=== design 1 ===
### Routed metal per tile, design 1

Drawn at 8 px/µm. 10 x 10 tiles, from white (low) to dark blue (high), scaled to the fullest tile. Values are wire area over tile area, all layers added.
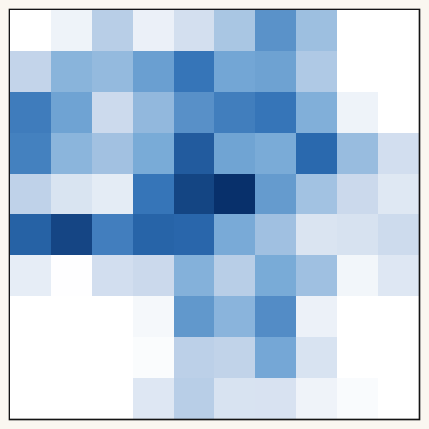

$ cat config.mk
export PLATFORM = sky130hd
export DESIGN_NAME = mc_control_fsm
export DESIGN_NICKNAME = d
export VERILOG_FILES = /design/src/rtl/mc_ctrl_pkg.sv /design/src/rtl/alu_decoder.sv /design/src/rtl/mc_control_fsm.sv
export SDC_FILE = /design/constraint.sdc
export NUM_CORES = 1
export LEC_CHECK = 0
export ABC_CLOCK_PERIOD_IN_PS = 4200
export CAP_MARGIN = 20
export CORE_UTILIZATION = 37
export DETAILED_ROUTE_END_ITERATION = 8
export DONT_BUFFER_PORTS = 1
export GPL_ROUTABILITY_DRIVEN = 1
export REMOVE_ABC_BUFFERS = 1
export SLEW_MARGIN = 10
export SYNTH_ARGS = -nofsm -noshare
export SYNTH_HDL_FRONTEND = slang
export SYNTH_SLANG_ARGS = --single-unit
export TNS_END_PERCENT = 30
$ cat constraint.sdc
create_clock -name clk -period 4.2 [get_ports clk]
set_clock_uncertainty 0.2 [all_clocks]
set_input_delay 0.84 -clock clk [delete_from_list [all_inputs] [get_ports clk]]
set_output_delay 0.84 -clock clk [all_outputs]
set_load 0.01 [all_outputs]
$ cat src/rtl/mc_ctrl_pkg.sv
// Shared types and constants for the multicycle MIPS-subset controller.
// MC_CTRL_BNE_EN adds the BNE state and enables the bne opcode.
package mc_ctrl_pkg;

  typedef enum logic [3:0] {
    StFetch  = 4'd0,
    StDecode = 4'd1,
    StMemAdr = 4'd2,
    StMemRd  = 4'd3,
    StMemWb  = 4'd4,
    StMemWr  = 4'd5,
    StExec   = 4'd6,
    StAluWb  = 4'd7,
    StBranch = 4'd8,
    StAddiEx = 4'd9,
    StAddiWb = 4'd10,
    StJump   = 4'd11
`ifdef MC_CTRL_BNE_EN
    , StBne  = 4'd12
`endif
  } state_e;

  localparam logic [5:0] OP_RTYPE = 6'b000000;
  localparam logic [5:0] OP_LW    = 6'b100011;
  localparam logic [5:0] OP_SW    = 6'b101011;
  localparam logic [5:0] OP_BEQ   = 6'b000100;
  localparam logic [5:0] OP_BNE   = 6'b000101;
  localparam logic [5:0] OP_ADDI  = 6'b001000;
  localparam logic [5:0] OP_J     = 6'b000010;

  localparam logic [5:0] FUNCT_ADD = 6'b100000;
  localparam logic [5:0] FUNCT_SUB = 6'b100010;
  localparam logic [5:0] FUNCT_AND = 6'b100100;
  localparam logic [5:0] FUNCT_OR  = 6'b100101;
  localparam logic [5:0] FUNCT_SLT = 6'b101010;

  localparam logic [2:0] ALU_AND = 3'b000;
  localparam logic [2:0] ALU_OR  = 3'b001;
  localparam logic [2:0] ALU_ADD = 3'b010;
  localparam logic [2:0] ALU_SUB = 3'b110;
  localparam logic [2:0] ALU_SLT = 3'b111;

  localparam logic [1:0] ALUOP_ADD   = 2'b00;
  localparam logic [1:0] ALUOP_SUB   = 2'b01;
  localparam logic [1:0] ALUOP_FUNCT = 2'b10;

  localparam logic [1:0] SRCB_REG     = 2'b00;
  localparam logic [1:0] SRCB_FOUR    = 2'b01;
  localparam logic [1:0] SRCB_IMM     = 2'b10;
  localparam logic [1:0] SRCB_IMM_SH2 = 2'b11;

  localparam logic [1:0] PCSRC_ALU    = 2'b00;
  localparam logic [1:0] PCSRC_ALUOUT = 2'b01;
  localparam logic [1:0] PCSRC_JUMP   = 2'b10;

  // States that talk to the shared memory and therefore honour wait cycles.
  function automatic logic is_mem_state(state_e s);
    return (s == StFetch) || (s == StMemRd) || (s == StMemWr);
  endfunction

endpackage

$ cat src/rtl/alu_decoder.sv
// ALU control decode: alu_op selects ADD, SUB or a funct-driven operation.
module alu_decoder
  import mc_ctrl_pkg::*;
(
  input  logic [5:0] funct_i,
  input  logic [1:0] alu_op_i,
  output logic [2:0] alu_control_o,
  output logic       funct_illegal_o
);

  // Map alu_op/funct to a 3-bit ALU code; unknown funct falls back to ADD.
  always_comb begin
    alu_control_o   = ALU_ADD;
    funct_illegal_o = 1'b0;
    case (alu_op_i)
      ALUOP_SUB: alu_control_o = ALU_SUB;
      ALUOP_FUNCT: begin
        case (funct_i)
          FUNCT_ADD: alu_control_o = ALU_ADD;
          FUNCT_SUB: alu_control_o = ALU_SUB;
          FUNCT_AND: alu_control_o = ALU_AND;
          FUNCT_OR:  alu_control_o = ALU_OR;
          FUNCT_SLT: alu_control_o = ALU_SLT;
          default:   funct_illegal_o = 1'b1;
        endcase
      end
      default: alu_control_o = ALU_ADD;
    endcase
  end

endmodule

$ cat src/rtl/mc_control_fsm.sv
// Multicycle MIPS-subset controller: Moore FSM plus memory wait-state counter.
// Define MC_CTRL_BNE_EN to support the bne opcode.
module mc_control_fsm
  import mc_ctrl_pkg::*;
#(
  parameter int unsigned MEM_WAIT_CYCLES = 0
) (
  input  logic       clk,
  input  logic       rst_n,
  input  logic [5:0] op,
  input  logic [5:0] funct,
  input  logic       zero,
  output logic       pc_en,
  output logic       iord,
  output logic       mem_write,
  output logic       ir_write,
  output logic       mem_to_reg,
  output logic       reg_dst,
  output logic       reg_write,
  output logic       alu_src_a,
  output logic [1:0] alu_src_b,
  output logic [1:0] pc_src,
  output logic [2:0] alu_control,
  output logic       illegal,
  output logic [3:0] state_dbg
);

  localparam logic [3:0] WaitLoad = 4'(MEM_WAIT_CYCLES);

  state_e     state_q, state_d;
  logic [3:0] cnt_q, cnt_d;

  logic [1:0] alu_op;
  logic       alu_use;
  logic [2:0] dec_control;
  logic       funct_illegal;

  logic pc_write, branch_taken, ir_w, mem_w, reg_w, ill;
  logic last;

  alu_decoder u_alu_decoder (
    .funct_i        (funct),
    .alu_op_i       (alu_op),
    .alu_control_o  (dec_control),
    .funct_illegal_o(funct_illegal)
  );

  // State and wait counter registers.
  always_ff @(posedge clk or negedge rst_n) begin
    if (!rst_n) begin
      state_q <= StFetch;
      cnt_q   <= '0;
    end else begin
      state_q <= state_d;
      cnt_q   <= cnt_d;
    end
  end

  // ALU operation class per state; kept apart so the decoder has no loop back.
  always_comb begin
    alu_op  = ALUOP_ADD;
    alu_use = 1'b0;
    unique case (state_q)
      StFetch, StDecode, StMemAdr, StAddiEx: alu_use = 1'b1;
      StExec: begin
        alu_op  = ALUOP_FUNCT;
        alu_use = 1'b1;
      end
`ifdef MC_CTRL_BNE_EN
      StBranch, StBne: begin
`else
      StBranch: begin
`endif
        alu_op  = ALUOP_SUB;
        alu_use = 1'b1;
      end
      default: ;
    endcase
  end

  assign last = (cnt_q == 4'd0);

  // Next state, wait counter and raw (pre-reset-gating) outputs.
  always_comb begin
    state_d      = state_q;
    cnt_d        = cnt_q;
    pc_write     = 1'b0;
    branch_taken = 1'b0;
    ir_w         = 1'b0;
    mem_w        = 1'b0;
    reg_w        = 1'b0;
    ill          = 1'b0;
    iord         = 1'b0;
    mem_to_reg   = 1'b0;
    reg_dst      = 1'b0;
    alu_src_a    = 1'b0;
    alu_src_b    = SRCB_REG;
    pc_src       = PCSRC_ALU;

    unique case (state_q)
      StFetch: begin
        alu_src_b = SRCB_FOUR;
        ir_w      = last;
        pc_write  = last;
        state_d   = StDecode;
      end
      StDecode: begin
        alu_src_b = SRCB_IMM_SH2;
        case (op)
          OP_LW, OP_SW: state_d = StMemAdr;
          OP_RTYPE:     state_d = StExec;
          OP_BEQ:       state_d = StBranch;
`ifdef MC_CTRL_BNE_EN
          OP_BNE:       state_d = StBne;
`endif
          OP_ADDI:      state_d = StAddiEx;
          OP_J:         state_d = StJump;
          default: begin
            ill     = 1'b1;
            state_d = StFetch;
          end
        endcase
      end
      StMemAdr: begin
        alu_src_a = 1'b1;
        alu_src_b = SRCB_IMM;
        state_d   = (op == OP_SW) ? StMemWr : StMemRd;
      end
      StMemRd: begin
        iord    = 1'b1;
        state_d = StMemWb;
      end
      StMemWb: begin
        reg_w      = 1'b1;
        mem_to_reg = 1'b1;
        state_d    = StFetch;
      end
      StMemWr: begin
        iord    = 1'b1;
        mem_w   = last;
        state_d = StFetch;
      end
      StExec: begin
        alu_src_a = 1'b1;
        ill       = funct_illegal;
        // An unsupported funct skips write-back entirely.
        state_d   = funct_illegal ? StFetch : StAluWb;
      end
      StAluWb: begin
        reg_w   = 1'b1;
        reg_dst = 1'b1;
        state_d = StFetch;
      end
      StBranch: begin
        alu_src_a    = 1'b1;
        pc_src       = PCSRC_ALUOUT;
        branch_taken = zero;
        state_d      = StFetch;
      end
`ifdef MC_CTRL_BNE_EN
      StBne: begin
        alu_src_a    = 1'b1;
        pc_src       = PCSRC_ALUOUT;
        branch_taken = ~zero;
        state_d      = StFetch;
      end
`endif
      StAddiEx: begin
        alu_src_a = 1'b1;
        alu_src_b = SRCB_IMM;
        state_d   = StAddiWb;
      end
      StAddiWb: begin
        reg_w   = 1'b1;
        state_d = StFetch;
      end
      StJump: begin
        pc_src   = PCSRC_JUMP;
        pc_write = 1'b1;
        state_d  = StFetch;
      end
      default: state_d = StFetch;
    endcase

    // Memory states hold while the counter drains; reload on every entry.
    if (!last) begin
      state_d = state_q;
      cnt_d   = cnt_q - 4'd1;
    end else if (is_mem_state(state_d)) begin
      cnt_d = WaitLoad;
    end
  end

  assign alu_control = alu_use ? dec_control : ALU_AND;
  assign state_dbg   = state_q;

  // Strobes drop asynchronously while reset is held.
  assign pc_en     = rst_n & (pc_write | branch_taken);
  assign ir_write  = rst_n & ir_w;
  assign mem_write = rst_n & mem_w;
  assign reg_write = rst_n & reg_w;
  assign illegal   = rst_n & ill;

endmodule

=== design 2 ===
--- src/rtl/gate_truth_sweeper.sv ---
// gate_truth_sweeper
//   Drives the a/b operand pair of the two-input gate stage through all four
//   combinations. For each vector it waits SETTLE_CYCLES, samples the 8-bit
//   gate result and compares it with the ideal truth table. It reports a
//   verdict, a count of failing vectors and a per-gate failure mask.
//
// Ports
//   clk        : clock, rising edge
//   rst_n      : asynchronous active-low reset
//   ena        : global enable; when low all state holds (the step synchroniser still shifts)
//   start      : level-sampled sweep request (accepted in IDLE/DONE only)
//   step_mode  : 1 = advance vectors on step presses; latched at start
//   step       : asynchronous push-button
//   gate_res   : gate stage results {b, ~a, XNOR, NOR, NAND, XOR, OR, AND}
//   a_out/b_out: registered operands to the gate stage
//   busy       : sweep in progress
//   done       : sweep complete, held until the next accepted start
//   pass       : done with no failing vector
//   err_count  : failing vectors, saturating at 4
//   fail_mask  : OR of (gate_res ^ expected) over all checked vectors
module gate_truth_sweeper #(
   parameter int unsigned SETTLE_CYCLES = 2,
   parameter int unsigned SYNC_STAGES   = 2
) (
   input  logic       clk,
   input  logic       rst_n,
   input  logic       ena,
   input  logic       start,
   input  logic       step_mode,
   input  logic       step,
   input  logic [7:0] gate_res,
   output logic       a_out,
   output logic       b_out,
   output logic       busy,
   output logic       done,
   output logic       pass,
   output logic [2:0] err_count,
   output logic [7:0] fail_mask
);

   typedef enum logic [2:0] {
      S_IDLE,
      S_DRIVE,
      S_SETTLE,
      S_CHECK,
      S_WAIT_STEP,
      S_DONE
   } state_t;

   localparam logic [3:0] SETTLE_LAST = 4'(SETTLE_CYCLES - 1);

   state_t           state_q, state_d;
   logic [1:0]       idx_q, idx_d;
   logic [3:0]       cnt_q, cnt_d;
   logic             mode_q, mode_d;
   logic             a_q, a_d, b_q, b_d;
   logic             done_q, done_d;
   logic [2:0]       err_q, err_d;
   logic [7:0]       mask_q, mask_d;
   logic [SYNC_STAGES-1:0] sync_q;
   logic             step_prev_q;
   logic             step_rise;
   logic             ea, eb;
   logic [7:0]       expected, mismatch;
   logic [1:0]       idx_inc;

   // Synchroniser runs free of ena so a press made while frozen is not lost
   // in the metastability chain.
   always_ff @(posedge clk or negedge rst_n) begin
      if (!rst_n) sync_q <= '0;
      else        sync_q <= {sync_q[SYNC_STAGES-2:0], step};
   end

   assign step_rise = sync_q[SYNC_STAGES-1] & ~step_prev_q;

   // Expected results are taken from idx, which always matches a_out/b_out
   // while in CHECK.
   assign ea       = idx_q[0];
   assign eb       = idx_q[1];
   assign expected = {eb, ~ea, ~(ea ^ eb), ~(ea | eb), ~(ea & eb), ea ^ eb, ea | eb, ea & eb};
   assign mismatch = gate_res ^ expected;
   assign idx_inc  = idx_q + 2'd1;

   always_comb begin
      state_d = state_q;
      idx_d   = idx_q;
      cnt_d   = cnt_q;
      mode_d  = mode_q;
      a_d     = a_q;
      b_d     = b_q;
      done_d  = done_q;
      err_d   = err_q;
      mask_d  = mask_q;
      case (state_q)
         S_IDLE, S_DONE: begin
            if (start) begin
               state_d = S_DRIVE;
               idx_d   = 2'd0;
               a_d     = 1'b0;
               b_d     = 1'b0;
               err_d   = '0;
               mask_d  = '0;
               done_d  = 1'b0;
               mode_d  = step_mode;
            end
         end
         S_DRIVE: begin
            state_d = S_SETTLE;
            cnt_d   = '0;
         end
         S_SETTLE: begin
            if (cnt_q == SETTLE_LAST) state_d = S_CHECK;
            else                      cnt_d   = cnt_q + 4'd1;
         end
         S_CHECK: begin
            mask_d = mask_q | mismatch;
            if (mismatch != '0 && err_q != 3'd4) err_d = err_q + 3'd1;
            if (idx_q == 2'd3) begin
               state_d = S_DONE;
               done_d  = 1'b1;
            end else if (!mode_q) begin
               state_d = S_DRIVE;
               idx_d   = idx_inc;
               a_d     = idx_inc[0];
               b_d     = idx_inc[1];
            end else begin
               state_d = S_WAIT_STEP;
            end
         end
         S_WAIT_STEP: begin
            if (step_rise) begin
               state_d = S_DRIVE;
               idx_d   = idx_inc;
               a_d     = idx_inc[0];
               b_d     = idx_inc[1];
            end
         end
         default: state_d = S_IDLE;
      endcase
   end

   always_ff @(posedge clk or negedge rst_n) begin
      if (!rst_n) begin
         state_q     <= S_IDLE;
         idx_q       <= '0;
         cnt_q       <= '0;
         mode_q      <= 1'b0;
         a_q         <= 1'b0;
         b_q         <= 1'b0;
         done_q      <= 1'b0;
         err_q       <= '0;
         mask_q      <= '0;
         step_prev_q <= 1'b0;
      end else if (ena) begin
         state_q     <= state_d;
         idx_q       <= idx_d;
         cnt_q       <= cnt_d;
         mode_q      <= mode_d;
         a_q         <= a_d;
         b_q         <= b_d;
         done_q      <= done_d;
         err_q       <= err_d;
         mask_q      <= mask_d;
         // Edge history advances in every state, so edges outside WAIT_STEP are consumed.
         step_prev_q <= sync_q[SYNC_STAGES-1];
      end
   end

   assign a_out     = a_q;
   assign b_out     = b_q;
   assign busy      = (state_q == S_DRIVE) || (state_q == S_SETTLE) ||
                      (state_q == S_CHECK) || (state_q == S_WAIT_STEP);
   assign done      = done_q;
   assign pass      = done_q && (err_q == '0);
   assign err_count = err_q;
   assign fail_mask = mask_q;

endmodule

--- config.mk ---
export PLATFORM = sky130hd
export DESIGN_NAME = gate_truth_sweeper
export DESIGN_NICKNAME = d
export VERILOG_FILES = /design/src/rtl/gate_truth_sweeper.sv
export SDC_FILE = /design/constraint.sdc
export NUM_CORES = 1
export LEC_CHECK = 0
export CAP_MARGIN = 20
export CORE_UTILIZATION = 45
export DETAILED_ROUTE_END_ITERATION = 16
export GPL_TIMING_DRIVEN = 1
export PLACE_DENSITY = 0.72
export SLEW_MARGIN = 20
export SYNTH_ARGS = -nofsm -noshare
export SYNTH_HDL_FRONTEND = slang
export SYNTH_SLANG_ARGS = --single-unit
--- constraint.sdc ---
create_clock -name clk -period 3.8 [get_ports clk]
set_input_delay 0.76 -clock clk [delete_from_list [all_inputs] [get_ports clk]]
set_output_delay 0.76 -clock clk [all_outputs]
set_load 0.01 [all_outputs]
=== design 3 ===
`src/rtl/serial_adder_ctrl.sv`:
```
// Bit-serial adder: one full-adder cell plus sequencing, result assembled LSB-first.
// Optional signed-overflow output enabled by defining SERIAL_ADDER_OVF_EN.
//
// state   | meaning
// --------+-----------------------------------------------
// IDLE    | waiting for start; result and carry held
// SHIFT   | one bit pair per cycle through the adder cell
// DONE    | one-cycle completion pulse, then back to IDLE
module serial_adder_ctrl #(
  parameter int WIDTH = 8
) (
  input  logic             clk,
  input  logic             rst_n,
  input  logic             start,
  input  logic [WIDTH-1:0] a,
  input  logic [WIDTH-1:0] b,
  input  logic             cin,
  output logic             busy,
  output logic             done,
`ifdef SERIAL_ADDER_OVF_EN
  output logic             ovf,
`endif
  output logic [WIDTH-1:0] sum,
  output logic             cout
);

  localparam int CNT_W = $clog2(WIDTH);

  localparam logic [1:0] S_IDLE  = 2'd0;
  localparam logic [1:0] S_SHIFT = 2'd1;
  localparam logic [1:0] S_DONE  = 2'd2;

  logic [1:0]       state_q, state_d;
  logic [WIDTH-1:0] opa_q, opa_d;
  logic [WIDTH-1:0] opb_q, opb_d;
  logic [WIDTH-1:0] sum_q, sum_d;
  logic             carry_q, carry_d;
  logic [CNT_W-1:0] cnt_q, cnt_d;
  logic             fa_sum, fa_cout, last_bit;
`ifdef SERIAL_ADDER_OVF_EN
  logic             ovf_q, ovf_d;
`endif

  assign fa_sum   = opa_q[0] ^ opb_q[0] ^ carry_q;
  assign fa_cout  = (opa_q[0] & opb_q[0]) | (carry_q & (opa_q[0] ^ opb_q[0]));
  assign last_bit = (cnt_q == CNT_W'(WIDTH - 1));

  always_comb begin
    state_d = state_q;
    opa_d   = opa_q;
    opb_d   = opb_q;
    sum_d   = sum_q;
    carry_d = carry_q;
    cnt_d   = cnt_q;
`ifdef SERIAL_ADDER_OVF_EN
    ovf_d   = ovf_q;
`endif
    case (state_q)
      S_IDLE: begin
        if (start) begin
          state_d = S_SHIFT;
          opa_d   = a;
          opb_d   = b;
          carry_d = cin;
          cnt_d   = '0;
          sum_d   = '0;
`ifdef SERIAL_ADDER_OVF_EN
          ovf_d   = 1'b0;
`endif
        end
      end
      S_SHIFT: begin
        carry_d = fa_cout;
        sum_d   = {fa_sum, sum_q[WIDTH-1:1]};
        opa_d   = {1'b0, opa_q[WIDTH-1:1]};
        opb_d   = {1'b0, opb_q[WIDTH-1:1]};
        cnt_d   = cnt_q + CNT_W'(1);
        if (last_bit) begin
          state_d = S_DONE;
`ifdef SERIAL_ADDER_OVF_EN
          // On the MSB, carry_q is the carry into the MSB and fa_cout the carry out.
          ovf_d   = carry_q ^ fa_cout;
`endif
        end
      end
      S_DONE:  state_d = S_IDLE;
      default: state_d = S_IDLE;
    endcase
  end

  always_ff @(posedge clk or negedge rst_n) begin
    if (!rst_n) begin
      state_q <= S_IDLE;
      opa_q   <= '0;
      opb_q   <= '0;
      sum_q   <= '0;
      carry_q <= 1'b0;
      cnt_q   <= '0;
`ifdef SERIAL_ADDER_OVF_EN
      ovf_q   <= 1'b0;
`endif
    end else begin
      state_q <= state_d;
      opa_q   <= opa_d;
      opb_q   <= opb_d;
      sum_q   <= sum_d;
      carry_q <= carry_d;
      cnt_q   <= cnt_d;
`ifdef SERIAL_ADDER_OVF_EN
      ovf_q   <= ovf_d;
`endif
    end
  end

  // Outputs are straight flop values or decodes of the state flop only.
  assign busy = (state_q == S_SHIFT);
  assign done = (state_q == S_DONE);
  assign sum  = sum_q;
  assign cout = carry_q;
`ifdef SERIAL_ADDER_OVF_EN
  assign ovf  = ovf_q;
`endif

endmodule

```
`config.mk`:
```
export PLATFORM = sky130hd
export DESIGN_NAME = serial_adder_ctrl
export DESIGN_NICKNAME = d
export VERILOG_FILES = /design/src/rtl/serial_adder_ctrl.sv
export SDC_FILE = /design/constraint.sdc
export NUM_CORES = 1
export LEC_CHECK = 0
export CAP_MARGIN = 25
export CORE_UTILIZATION = 49
export DETAILED_ROUTE_END_ITERATION = 10
export PLACE_DENSITY = 0.87
export SLEW_MARGIN = 0
export SYNTH_ARGS = -nofsm -noshare
export SYNTH_HDL_FRONTEND = slang
export SYNTH_SLANG_ARGS = --single-unit
```
`constraint.sdc`:
```
create_clock -name clk -period 1.35 [get_ports clk]
set_input_delay 0.135 -clock clk [delete_from_list [all_inputs] [get_ports clk]]
set_output_delay 0.135 -clock clk [all_outputs]
set_load 0.01 [all_outputs]
```

## Gallery

Gate-type map.
shot_01.png
Drawn at 10 px/µm.
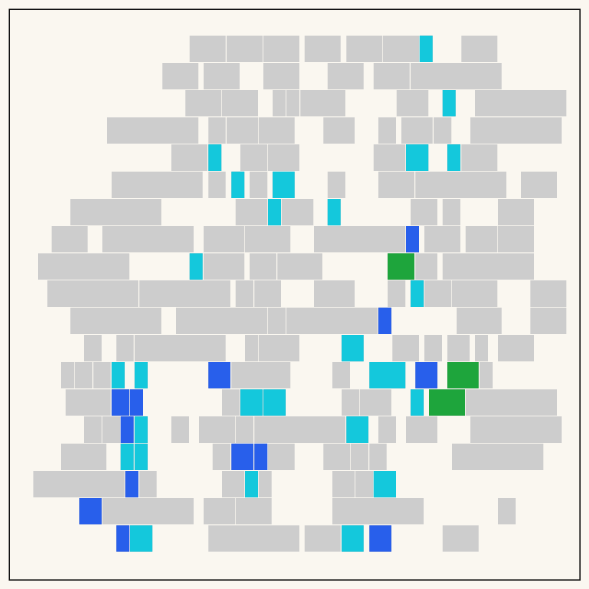
shot_02.png
Drawn at 10 px/µm.
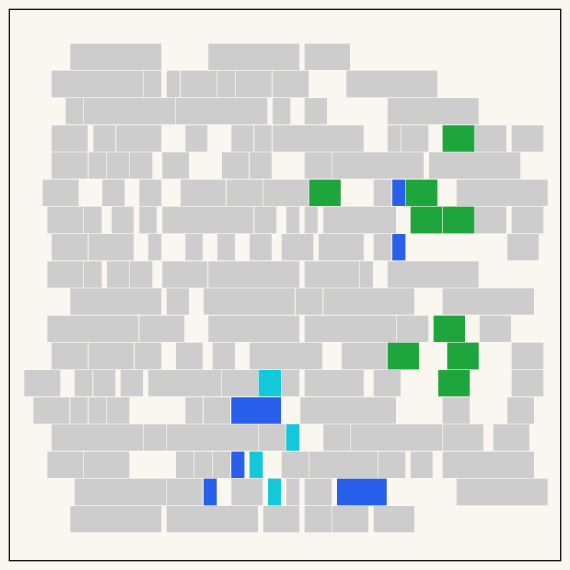
shot_03.png
Drawn at 12 px/µm.
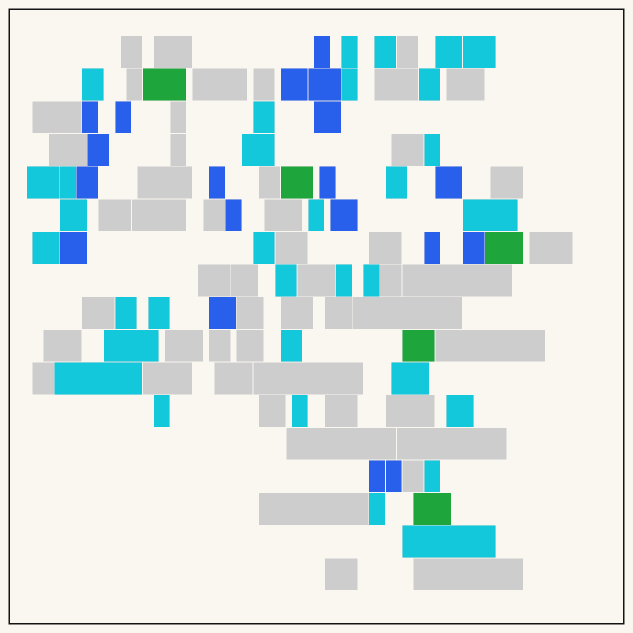
- design 2 = shot_01.png
- design 3 = shot_02.png
- design 1 = shot_03.png
Of these, fewest cells: shot_03.png
Of these, smallest die: shot_03.png

### Routing congestion map, design 1

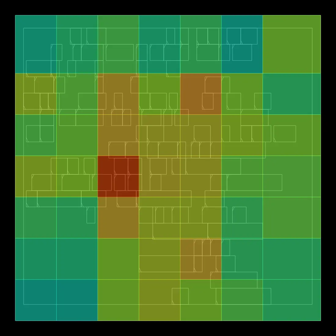
final core occ: 0.4073
wire length per cell: 13.95 µm
met1 track demand over resource: 0.2022

About 'Routed metal per tile' of design 1:
The emptiest ninth of the die: south-west. The mean over all tiles is 0.12. The fullest tile reaches 0.37. 26% of the tiles are over half the peak.
final WL: 1897 µm
gr usage total: 0.1590

==> results.sh, design 1 <==
# physical design summary
export IMPL_status="complete, no violations"
export IMPL_clk_latency_ns=0.25
export IMPL_ff_latch_area_um2=200.2
export IMPL_clk_pin_slew_worst_paths_ns=0.05
export IMPL_lay_top_count="nor2_1"
export IMPL_p_clk_frac=0.153
export IMPL_cp_required_ns=3.16
export IMPL_holdWs_ns=0.08155
export IMPL_synth_seq_share=0.2244
export IMPL_slew_viol_final=0
export IMPL_n_all_buffers=1
export IMPL_crit_end="alu_control[0]"
export IMPL_clkCellAreaFrac=0.02476
export IMPL_critPathLaunchType="flop"
export IMPL_cts_resized_gates=0
export IMPL_drv_cap=0
export IMPL_worstPathCellList="nand2b_1, nor3b_1, inv_1, ha_1, a21bo_2, nor3_1"
export IMPL_cp_top_family="simple AND/OR/NAND/NOR gates"
export IMPL_tap_cells=28
export IMPL_synth_cells=110
export IMPL_ys_sh_xor=0.02945
export IMPL_ys_sh_simple=0.3843
export IMPL_power_uw=382.8
export IMPL_clockBufferDepth=2
export IMPL_crit_buf_inv=1
export IMPL_yosys_most_used_dff="dfrtp_1"
export IMPL_largestClassByArea="combinational gates"
export IMPL_fin_crit_ns=3.635
export IMPL_core_area_mm2=0.002233
export IMPL_r2r_end="state_dbg[1]"
export IMPL_synth_area_per_cell_um2=8.110
export IMPL_cts_sinks=8
export IMPL_comb_area_um2=633.1
export IMPL_ir_worst_vdd_uv=154.1
export IMPL_top_cell_area_share=0.2244
export IMPL_tightest_slew_ns=0.6378
export IMPL_top_cells_by_area="dfrtp_1, nor3_1, nor2_1, ha_1, nand2_1"
export IMPL_synth_flops=8
export IMPL_cp_startpoint="state_dbg[2]"
export IMPL_flops=8
[design 1: sequential cells by signal, indices dropped and copies added, names as in the netlist]
register / count
state_dbg: 4
cnt_q: 4
[design 1: worst register-to-register path: cells and delay by family, from the launching register on]
| kind | cells | cell delay (ns) |
|---|---|---|
| AOI/OAI and AO/OA | 2 | 0.24 |
| adders and majority gates | 1 | 0.30 |
| DFF | 1 | 0.66 |
| and+or+nand+nor | 3 | 0.80 |
[design 1: per-layer routing]
layer | vias to the layer above | part of all wire
li1 | 407 | -
met1 | 358 | 0.46
met2 | 28 | 0.47
met3 | 2 | 0.066
met4 | 0 | 0.0063
met5 | - | 0
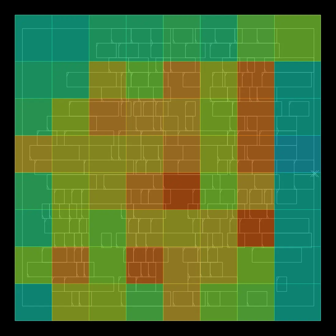
*Routing congestion map, design 2*
final core occ: 0.6026
wire length per cell: 14.50 µm

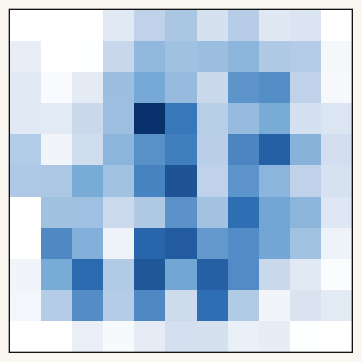
*Routed metal per tile, design 2*
Drawn at 6 px/µm. 11 x 11 tiles, from white (low) to dark blue (high), scaled to the fullest tile. Values are wire area over tile area, all layers added.
The emptiest ninth of the die: north-west. The mean over all tiles is 0.14. The fullest tile reaches 0.42. 24% of the tiles are over half the peak. The densest ninth of the die: centre.
gr usage total: 0.1910
Via Count: 1114
final WL: 2900 µm

==> results.sh, design 2 <==
# physical design summary
export IMPL_status="finished, violations left"
export IMPL_violations="design-rule violations"
export IMPL_antenna_found_initial=0
export IMPL_place_hpwl_um=2228
export IMPL_reg2reg_slack_ns=1.69
export IMPL_syn_area_mm2=0.001358
export IMPL_tightest_slew_ns=0.5441
export IMPL_overflow=0
export IMPL_lay_top_count="clkdlybuf4s50_1"
export IMPL_fin_setup_tns_ns=0
export IMPL_hold_violations=0
export IMPL_top_cell_area_share=0.4608
export IMPL_grt_max_degree=26
export IMPL_min_from="sync_q[0]"
export IMPL_cp_slowest_stage_delay_ns=0.52
export IMPL_ir_worst_vdd_uv=300.2
export IMPL_drc=2
export IMPL_largest_reg_flops=8
export IMPL_fin_crit_ns=2.497
export IMPL_clk_power_uw=124
export IMPL_yosysWarnings=0
export IMPL_die_y_um=56.93
export IMPL_holdWs_ns=0.3679
export IMPL_warnings=30
export IMPL_crit_buf_inv=2
export IMPL_antennaDiodeCount=0
export IMPL_layoutNonFillerInstCount=200
export IMPL_post_dp_cell_area_mm2=0.001669
export IMPL_top_layer="met4"
export IMPL_synth_area_per_cell_um2=9.697
export IMPL_power_density_mw_per_mm2=717.8
export IMPL_power_leakage_uw=0.0007571
export IMPL_critPathLaunchType="flop"
export IMPL_fillCellCount=251
export IMPL_drtPass1Iterations=10
## design 2: cells by family (layout without fill, tap and decap cells)
logic type | Yosys count | after routing | share of synthesized area
AOI/OAI and AO/OA | 37 | 37 | 0.1604
xor gates and xnor gates | 10 | 10 | 0.06451
adders and majority gates | 7 | 7 | 0.06451
buffers and inverters | 11 | 40 | 0.03503
DFF | 25 | 25 | 0.4608
muxes | 5 | 5 | 0.04055
and+or+nand+nor | 45 | 45 | 0.1742
## design 2: cell type report
class,count,share of cell area
multi-input combinational,104,0.4049
clock buffer,4,0.01554
sequential,25,0.3701
timing repair buffer,30,0.1732
inverter,6,0.01332
tap,31,0.02295
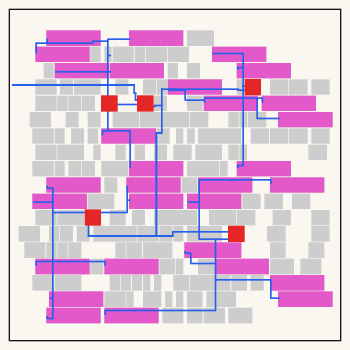
*Clock distribution, design 3*
Drawn at 6 px/µm.
Blue marks clock wires, length 352 µm. Red marks clock-net drivers, count 5. Magenta marks flip-flops, count 30.
Position of the flops: all over the die.
clk latency of the worst-skew pair: 0.33 ns
P_clk: 489 µW
Fin Clk Skew: 0.01213 ns
Clk pwr share: 0.126

==> results.sh, design 3 <==
# physical design summary
export IMPL_cp_startpoint="state_q[1]"
export IMPL_ys_cells=124
export IMPL_cpMostUsedCell="buf_4"
export IMPL_crit_arrival_ns=1.53
export IMPL_yosys_area_share_adder=0.03273
export IMPL_use_met1=0.2840
export IMPL_ys_sh_simple=0.05818
export IMPL_async_flop_share=1.000
export IMPL_place_inst=183
export IMPL_holdWs_ns=0.1758
export IMPL_setup_viol=0
export IMPL_ant_nets=0
export IMPL_cp_slowest_stage_delay_ns=0.40
export IMPL_worstPathCellList="buf_4, buf_4, nand2b_4, buf_12, o22ai_1, a21oi_1"
export IMPL_r2r_start="state_q[1]"
export IMPL_initCoreUtil=0.5361
export IMPL_top_cell_area_share=0.5455
export IMPL_crit_end="opa_q[0]"
export IMPL_grt_busiest_layer="met2"
export IMPL_power_density_mw_per_mm2=2075
export IMPL_place_hpwl_um=2048
export IMPL_fp_nets=147
export IMPL_grt_pass1_vias=1053
export IMPL_drt_met1_wl_um=1304
export IMPL_route_met3_wl_um=166
export IMPL_met2_usage=0.3876
export IMPL_top_layer="met4"
export IMPL_drc=0
export IMPL_ff_latch_area_um2=752.0
export IMPL_status="complete, no violations"
export IMPL_fmax_ghz=0.7542
export IMPL_crit_path_max_fanout=14
export IMPL_die_area_mm2=0.003025
export IMPL_grt_met3_usage=0.08197
export IMPL_postLayoutCellArea_mm2=0.001876
export IMPL_hp_class="in2async"
export IMPL_rsz0062_at_grt="yes"
export IMPL_overflow=0
design 3: sequential cells by signal, indices dropped and copies added (netlist names):
| name | cells |
|---|---|
| cnt_q | 3 |
| opa_q | 8 |
| sum | 8 |
| state_q | 2 |
| cout | 1 |
| opb_q | 8 |
design 3: layout make-up:
type | count | area share
well taps | 30 | 0.02001
clock buffers | 7 | 0.02402
repair buffers | 44 | 0.2255
inverters | 6 | 0.01334
multi-input cells | 77 | 0.3162
flip-flops and latches | 30 | 0.4009
design 3: power by group:
group | switching (µW) | internal (µW)
sequential | 331 | 1300
clock | 293 | 196
combinational | 845 | 921


==> notes/layouts.md <==
Pictures saved along the way, in no particular order.

A small window of the routed layout.
image #1
Region (13, 2) to (43, 32) µm. Cells in grey, sequential cells in the stronger grey; small squares are vias.
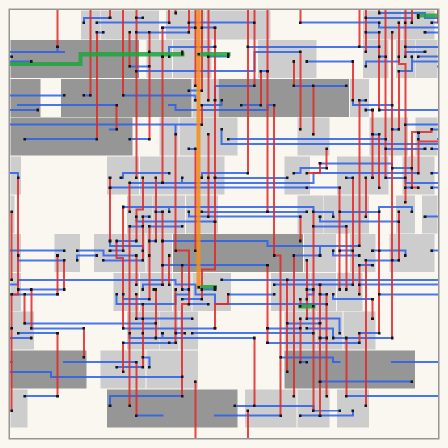
image #2
Region (11, 0) to (41, 30) µm. Cells in grey, sequential cells in the stronger grey; small squares are vias.
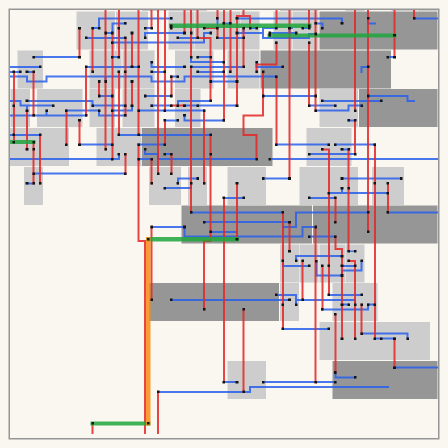
image #3
Region (12, 2) to (42, 32) µm. Cells in grey, sequential cells in the stronger grey; small squares are vias.
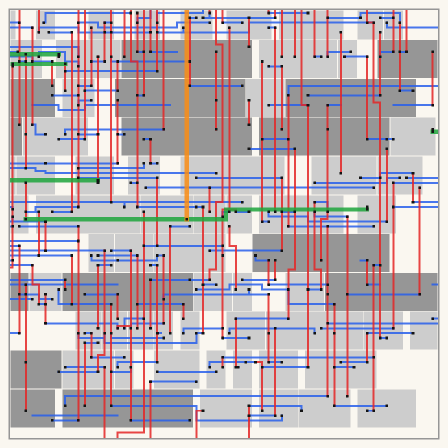
image #2 -> design 1
image #3 -> design 3
image #1 -> design 2

Power is estimated from default activity; no workload was simulated.
